# block 1

Block 1, where the registers sit:
Scale bar: 50 um. Other sequential cells in the stronger grey, the rest of the logic in the fainter grey.
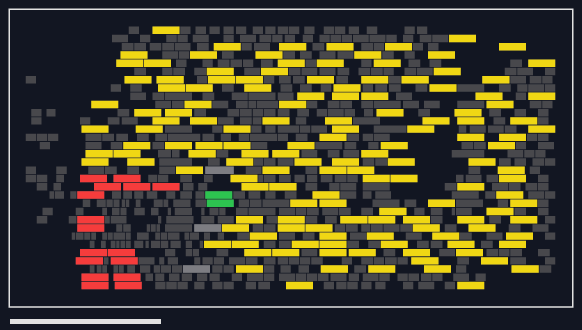

File: config.mk
export PLATFORM = sky130hd
export DESIGN_NAME = rid_restore_stage
export DESIGN_NICKNAME = d
export VERILOG_FILES = /design/src/rtl/rob_pkg.sv /design/src/rtl/rob_skid_buffer.sv /design/src/rtl/rid_restore_stage.sv
export SDC_FILE = /design/constraint.sdc
export NUM_CORES = 1
export LEC_CHECK = 0
export CAP_MARGIN = 20
export CORE_ASPECT_RATIO = 0.5
export CORE_MARGIN = 5
export CORE_UTILIZATION = 50
export CTS_BUF_LIST = sky130_fd_sc_hd__clkbuf_16
export DETAILED_ROUTE_END_ITERATION = 10
export GPL_ROUTABILITY_DRIVEN = 0
export PLACE_DENSITY = 0.85
export SLEW_MARGIN = 30
export SYNTH_ARGS = -nofsm -noshare
export SYNTH_HDL_FRONTEND = slang
export SYNTH_SLANG_ARGS = --single-unit
File: constraint.sdc
create_clock -name clk -period 6.25 [get_ports clk]
set_input_delay 0.625 -clock clk [delete_from_list [all_inputs] [get_ports clk]]
set_output_delay 0.625 -clock clk [all_outputs]
set_load 0.01 [all_outputs]
File: src/rtl/rob_pkg.sv
// Types and default sizes shared by the ROB stages: the ID allocator and the AR-side and R-side stages.
package rob_pkg;

  localparam int DEF_ID_WIDTH        = 4;
  localparam int DEF_DATA_WIDTH      = 64;
  localparam int DEF_RESP_WIDTH      = 2;
  localparam int DEF_MAX_OUTSTANDING = 16;

  typedef struct packed {
    logic [DEF_ID_WIDTH-1:0]   id;
    logic [DEF_DATA_WIDTH-1:0] data;
    logic [DEF_RESP_WIDTH-1:0] resp;
    logic                      last;
  } r_beat_t;

endpackage

File: src/rtl/rob_skid_buffer.sv
// Two-entry valid/ready FIFO that holds any payload type. in_ready depends only on the fill level,
// so the buffer decouples the ready paths and keeps full throughput.
module rob_skid_buffer #(
  parameter type payload_t = logic [7:0]
) (
  input  logic     clk,
  input  logic     rst,
  input  logic     in_valid,
  output logic     in_ready,
  input  payload_t in_data,
  output logic     out_valid,
  input  logic     out_ready,
  output payload_t out_data
);

  payload_t   mem [2];
  logic [1:0] count;
  logic       wr_ptr;
  logic       rd_ptr;
  logic       push;
  logic       pop;

  assign in_ready  = (count != 2'd2) & ~rst;
  assign out_valid = (count != 2'd0);
  assign out_data  = mem[rd_ptr];
  assign push      = in_valid & in_ready;
  assign pop       = out_valid & out_ready;

  // NOTE: sequential state uses non-blocking assignments only, so every flop samples pre-edge values.
  // NOTE: the storage is reset along with the pointers because the head entry drives the outputs,
  // and those outputs must read zero after reset.
  always_ff @(posedge clk or posedge rst) begin
    if (rst) begin
      count  <= 2'd0;
      wr_ptr <= 1'b0;
      rd_ptr <= 1'b0;
      mem    <= '{default: '0};
    end else begin
      if (push) begin
        mem[wr_ptr] <= in_data;
        wr_ptr      <= ~wr_ptr;
      end
      if (pop) begin
        rd_ptr <= ~rd_ptr;
      end
      case ({push, pop})
        2'b10:   count <= count + 2'd1;
        2'b01:   count <= count - 2'd1;
        default: count <= count;
      endcase
    end
  end

endmodule

File: src/rtl/rid_restore_stage.sv
// This R-channel stage restores each beat's original ID through the allocator's free port.
// It tracks which unique IDs are outstanding, frees an ID on its last beat, and drops beats whose ID is not outstanding.
module rid_restore_stage
  import rob_pkg::*;
#(
  parameter int ID_WIDTH        = DEF_ID_WIDTH,
  parameter int MAX_OUTSTANDING = DEF_MAX_OUTSTANDING,
  parameter int DATA_WIDTH      = DEF_DATA_WIDTH,
  parameter int RESP_WIDTH      = DEF_RESP_WIDTH
) (
  input  logic                  clk,
  input  logic                  rst,
  input  logic                  s_rvalid,
  output logic                  s_rready,
  input  logic [ID_WIDTH-1:0]   s_rid,
  input  logic [DATA_WIDTH-1:0] s_rdata,
  input  logic [RESP_WIDTH-1:0] s_rresp,
  input  logic                  s_rlast,
  output logic                  m_rvalid,
  input  logic                  m_rready,
  output logic [ID_WIDTH-1:0]   m_rid,
  output logic [DATA_WIDTH-1:0] m_rdata,
  output logic [RESP_WIDTH-1:0] m_rresp,
  output logic                  m_rlast,
  input  logic                  alloc_gnt,
  input  logic [ID_WIDTH-1:0]   unique_id,
  output logic [ID_WIDTH-1:0]   unique_id_to_free,
  input  logic [ID_WIDTH-1:0]   restored_id,
  output logic                  free_req,
  output logic                  err_unexpected_rid
);

  // Same field layout as rob_pkg::r_beat_t, sized by this instance's parameters.
  typedef struct packed {
    logic [ID_WIDTH-1:0]   id;
    logic [DATA_WIDTH-1:0] data;
    logic [RESP_WIDTH-1:0] resp;
    logic                  last;
  } beat_t;

  logic [MAX_OUTSTANDING-1:0] bitmap;
  logic [MAX_OUTSTANDING-1:0] bitmap_d;
  logic                       accept;
  logic                       hit;
  logic                       valid_beat;
  logic                       err_q;
  beat_t                      push_beat;
  beat_t                      head_beat;

  assign unique_id_to_free = s_rid;
  assign accept            = s_rvalid & s_rready;
  assign hit               = bitmap[s_rid];
  assign valid_beat        = accept & hit;
  assign free_req          = valid_beat & s_rlast;
  assign push_beat         = '{id: restored_id, data: s_rdata, resp: s_rresp, last: s_rlast};

  // Only beats whose ID is outstanding reach the buffer. Unknown IDs are still accepted (s_rready) and then dropped.
  rob_skid_buffer #(
    .payload_t (beat_t)
  ) u_skid (
    .clk       (clk),
    .rst       (rst),
    .in_valid  (s_rvalid & hit),
    .in_ready  (s_rready),
    .in_data   (push_beat),
    .out_valid (m_rvalid),
    .out_ready (m_rready),
    .out_data  (head_beat)
  );

  assign m_rid   = head_beat.id;
  assign m_rdata = head_beat.data;
  assign m_rresp = head_beat.resp;
  assign m_rlast = head_beat.last;

  // A grant in the same cycle as a free of the same ID re-opens it, so the set is applied last.
  // NOTE: the comb block starts from a full default so no path through it can infer a latch.
  always_comb begin
    bitmap_d = bitmap;
    if (free_req) begin
      bitmap_d[s_rid] = 1'b0;
    end
    if (alloc_gnt) begin
      bitmap_d[unique_id] = 1'b1;
    end
  end

  always_ff @(posedge clk or posedge rst) begin
    if (rst) begin
      bitmap <= '0;
      err_q  <= 1'b0;
    end else begin
      bitmap <= bitmap_d;
      err_q  <= accept & ~hit;
    end
  end

  assign err_unexpected_rid = err_q;

endmodule

# block 2

File: src/rtl/ssd_scan_capture.sv
// ssd_scan_capture: snoops a multiplexed 4-digit seven-segment bus and rebuilds the displayed codes
module ssd_scan_capture #(
    parameter int STABLE_CYC = 4,
    parameter int TIMEOUT_W  = 20
) (
    input  logic       clk,
    input  logic       rst,
    input  logic [3:0] ssd_in,
    input  logic [7:0] seg_in,
    output logic [3:0] dig0,
    output logic [3:0] dig1,
    output logic [3:0] dig2,
    output logic [3:0] dig3,
    output logic [3:0] dig_valid,
    output logic [3:0] dig_err,
    output logic       frame_done,
    output logic       sel_err
);
    localparam int CW = $clog2(STABLE_CYC + 1);
    localparam logic [TIMEOUT_W-1:0] TMAX = '1;

    logic [11:0]          samp;
    logic [CW-1:0]        cnt;
    logic [TIMEOUT_W-1:0] tmo [4];
    logic [3:0]           digs [4];
    logic [3:0]           seen, cap_mask, nxt_seen;
    logic                 eq, cap, one_cold;
    logic [4:0]           dec;

    // {err, code}; "S" shares the "5" glyph so it lands on 5, and 11 is never produced
    function automatic logic [4:0] decode(input logic [7:0] p);
        case (p)
            8'h03: decode = 5'd0;
            8'h9F: decode = 5'd1;
            8'h25: decode = 5'd2;
            8'h0D: decode = 5'd3;
            8'h99: decode = 5'd4;
            8'h49: decode = 5'd5;
            8'h41: decode = 5'd6;
            8'h1F: decode = 5'd7;
            8'h01: decode = 5'd8;
            8'h09: decode = 5'd9;
            8'h11: decode = 5'd10;
            8'h2B: decode = 5'd12;
            8'hFD: decode = 5'd14;
            8'hFE: decode = 5'd15;
            default: decode = 5'h1F;
        endcase
    endfunction

    assign dig0 = digs[0];
    assign dig1 = digs[1];
    assign dig2 = digs[2];
    assign dig3 = digs[3];

    // capture fires once per dwell, using the registered sample (equal to the input on that edge)
    always_comb begin
        eq       = {ssd_in, seg_in} == samp;
        cap      = eq && cnt == CW'(STABLE_CYC - 1);
        one_cold = $onehot(~samp[11:8]);
        cap_mask = (cap && one_cold) ? ~samp[11:8] : 4'b0000;
        nxt_seen = seen | cap_mask;
        dec      = decode(samp[7:0]);
    end

    // sample/stability tracking, per-digit capture, refresh timeouts and frame bookkeeping
    always_ff @(posedge clk) begin
        if (rst) begin
            samp       <= 12'hFFF;
            cnt        <= '0;
            seen       <= '0;
            dig_valid  <= '0;
            dig_err    <= '0;
            frame_done <= 1'b0;
            sel_err    <= 1'b0;
            for (int k = 0; k < 4; k++) begin
                digs[k] <= '0;
                tmo[k]  <= '0;
            end
        end else begin
            samp       <= {ssd_in, seg_in};
            cnt        <= !eq ? '0 : (cnt == CW'(STABLE_CYC) ? cnt : cnt + 1'b1);
            sel_err    <= cap && !one_cold && samp[11:8] != 4'hF;
            frame_done <= nxt_seen == 4'hF;
            seen       <= nxt_seen == 4'hF ? 4'h0 : nxt_seen;
            for (int k = 0; k < 4; k++) begin
                if (cap_mask[k]) begin
                    digs[k]      <= dec[3:0];
                    dig_err[k]   <= dec[4];
                    dig_valid[k] <= 1'b1;
                    tmo[k]       <= '0;
                end else begin
                    if (tmo[k] != TMAX) tmo[k] <= tmo[k] + 1'b1;
                    if (tmo[k] == TMAX - 1'b1) dig_valid[k] <= 1'b0;
                end
            end
        end
    end
endmodule

File: config.mk
export PLATFORM = sky130hd
export DESIGN_NAME = ssd_scan_capture
export DESIGN_NICKNAME = d
export VERILOG_FILES = /design/src/rtl/ssd_scan_capture.sv
export SDC_FILE = /design/constraint.sdc
export NUM_CORES = 1
export LEC_CHECK = 0
export CORE_MARGIN = 2
export CORE_UTILIZATION = 45
export CTS_BUF_LIST = sky130_fd_sc_hd__clkbuf_8
export CTS_CLUSTER_DIAMETER = 120
export DETAILED_ROUTE_END_ITERATION = 16
export DONT_BUFFER_PORTS = 1
export PLACE_DENSITY_LB_ADDON = 0.3
export SLEW_MARGIN = 40
export SYNTH_ARGS = -nofsm -noshare
export SYNTH_HDL_FRONTEND = slang
export SYNTH_SLANG_ARGS = --single-unit
export TNS_END_PERCENT = 100
File: constraint.sdc
create_clock -name clk -period 3.6 [get_ports clk]
set_input_delay 0.54 -clock clk [delete_from_list [all_inputs] [get_ports clk]]
set_output_delay 0.54 -clock clk [all_outputs]
set_load 0.005 [all_outputs]

==> screenshots <==
Nets reached from selected ports.
(a)
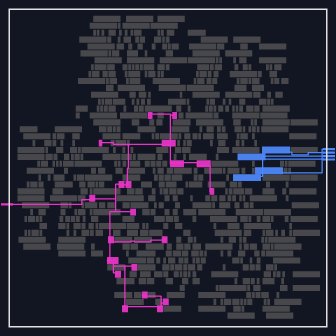
(b)
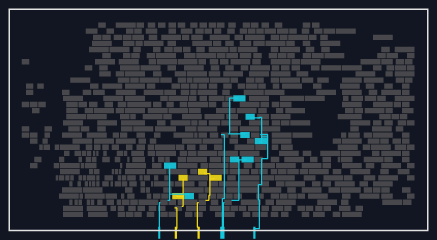
(b) -> block 1
(a) -> block 2

Key to (b):
Key: cyan = `restored_id` [bits 4, direction input, edge south, end cells 8, buffers 4, wire 221 um]; yellow = `s_rresp` [bits 2, direction input, edge south, end cells 4, buffers 2, wire 58.1 um]

Block 2, signal wires by layer:
Scale bar: 20 um.
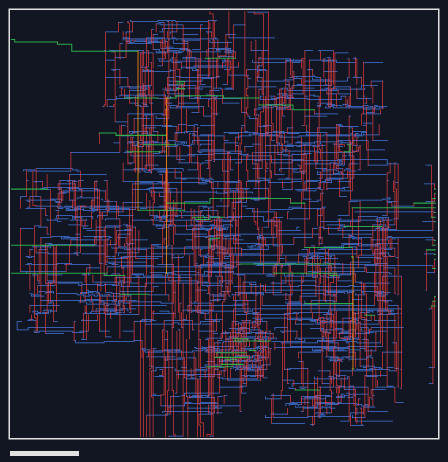
Key: orange = metal 4 [wire length 130 um]; red = metal 2 [wire length 6410 um]; green = metal 3 [wire length 492 um]; blue = metal 1 [wire length 6050 um]

==> flow_summary_export.csv, block 2 <==
group,metric,value,unit
outcome,outcome,"finished, final reports clean",
critical_path,crit_path_end_kind,"flop",
die,core,14400,um^2
timing,finalClockPeriodUsage,94.2,%
global_routing,grt_pass1_vias,4352,
finish,flop-count,125,
clock_network,cts.sinks,125,
clock_network,root_buffer,"clkbuf_8",
synth,edf_count,96,
placed_design,dp.cells,794,
finish,instances_no_fill,825,
detailed_routing,drt_iter0_markers,409,
finish,lay_top_count,"nor2_1",
power,p_sw_share,21.7,%
detailed_routing,highest_layer,"met4",
synth,topCellsByArea,"edfxtp_1 (44%), dfxtp_1 (8.9%), xor2_1 (7.8%)",
synth,ys_area,6540,um^2
global_routing,grt_first_pass_wirelength,21700,um
synth,aoi_share,4.48,%
finish,comb_cells,452,
detailed_routing,route.met2.wl,6410,um
synth,synthArstFlopShare,0,%
finish,combGateArea,2910,um^2
clock_network,cts_buffer_depth,2,
min_path,holdPathEnd,"seen[0]$_SDFF_PP0_",
critical_path,setup.worst_path.end,"tmo[3][13]$_SDFFCE_PN0P_",
clock_network,postCtsSetupRepairBufs,0,
min_path,hp-start,"rst",
synth,ys_sh_adder,2.99,%
synth,synth_nets,648,
detailed_routing,wl_per_cell,15.9,um
critical_path,critical_path_buf_inv_count,2,
placed_design,gp_congestion,0.861,
timing,slew-limit-headroom,39.4,%
timing,max_freq,295,MHz
global_routing,gr-total-overflow,0,
critical_path,crit_slowest_cell,"fa_1",
==> block 2: power groups by stage <==
| stage | sequential (uW) | clock [uW] | combinational (uW) |
|---|---|---|---|
| final | 1600 | 1180 | 116 |
| after global routing | 1600 | 1270 | 130 |
| after CTS | 1600 | 1210 | 115 |
| after detailed placement | 1630 | 0 | 115 |
| after global placement | 1630 | 0 | 111 |
| after floorplan | 1610 | 0 | 106 |
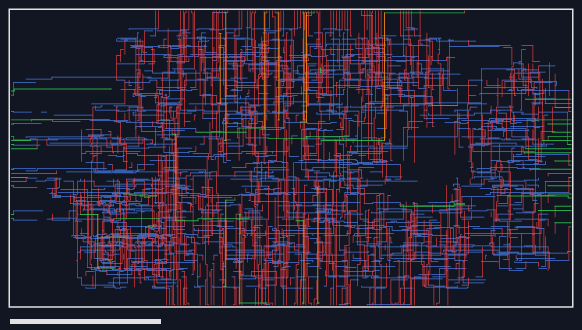
Block 1: signal wires by layer
Scale bar: 50 um.
Key: orange = metal 4 [wire length 422 um]; blue = metal 1 [wire length 7210 um]; red = metal 2 [wire length 8370 um]; green = metal 3 [wire length 565 um]

## Picture notes: 'where the registers sit' of block 1
Key: green = `u_skid.count` [sequential cells 2]; red = `bitmap` [sequential cells 16, where south-west]; yellow = `u_skid.mem` [sequential cells 142]
Another 3 sequential cells are not coloured.

==> flow_summary_export.csv, block 1 <==
group,metric,value,unit
synth,ys.flops,163,
die,ios,163,
finish,final-clk-cell-share,6.31,%
detailed_routing,drt_iter0_markers,264,
power,p_comb,2280,uW
detailed_routing,drcViolationCount,0,
power,switchingPower,1520,uW
synth,synth.avg_cell_area,15.5,um^2
synth,xor_share,0.568,%
placed_design,dp_hpwl,11200,um
critical_path,crit_slowest_cell,"clkdlybuf4s50_1",
critical_path,setup.worst_path.end,"free_req",
placed_design,dp.cells,839,
critical_path,critical_path_depth,7,
critical_path,crit_family,"buffers and inverters",
global_routing,grt_pass1_vias,5160,
timing,period_minus_slack,3.98,ns
clock_network,tritoncts,"done",
synth,postSynthSeqShare,52.9,%
synth,mux_area_share,35.6,%
power,power_frac_seq,35.6,%
finish,top_regs,"u_skid.mem x142, bitmap x16, u_skid.count x2",
power,power-top-group,"combinational logic",
global_routing,grt_use_total,18.6,%
critical_path,rrSetupSlack,3.52,ns
outcome,outcome,"finished, final reports clean",
finish,buffers,166,
synth,yosysTopAreaCellShare,52.9,%
detailed_routing,wl_per_cell,19.0,um
global_routing,grt_max_degree,92,
die,die_x,186,um
critical_path,r2r_start,"u_skid.count[0]$_DFFE_PP0P_",
power,total_power,5260,uW
clock_network,cts-buffers-inserted,17,
power,intPower,3730,uW
timing,finalSetupViolCount,0,
detailed_routing,viasPerCell,5.29,
power,p_sw_share,29.0,%
critical_path,path_cells,"clkdlybuf4s50_1 > mux2_2 > o221ai_1 > nor3_2 > or2_2 > and2_1 > clkdlybuf4s50_1",
die,nWellTaps,204,
timing,drv_slew,0,
finish,nClkBuffers,17,
clock_network,postCtsSetupRepairBufs,0,
die,fp_util,50.6,%
[block 1: per-layer routing]
metal / GRT usage [%] / up-vias / share of wire, %
met4: 6.88 / 0 / 2.5
met2: 31.3 / 101 / 51
met5: 0 / - / 0
li1: - / 2109 / -
met3: 4.39 / 26 / 3.4
met1: 23.5 / 2373 / 44
[block 1: stage by stage]
stage                     setup WS, ns  area (um^2)
final                             2.27         9970
after global placement            2.34         9340
after detailed placement          2.25         9340
after CTS                         2.25         9970
after floorplan                  0.345         7720
after global routing              2.15         9970


## Gallery

Clock nets.
picture 1
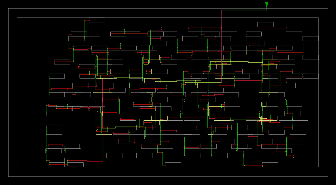
picture 2
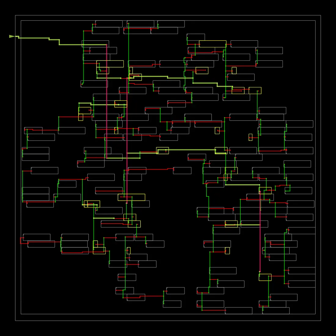
Picture 2 is block 2.
Picture 1 is block 1.
Of these, most sequential cells: picture 1

Power is estimated from default activity; no workload was simulated.
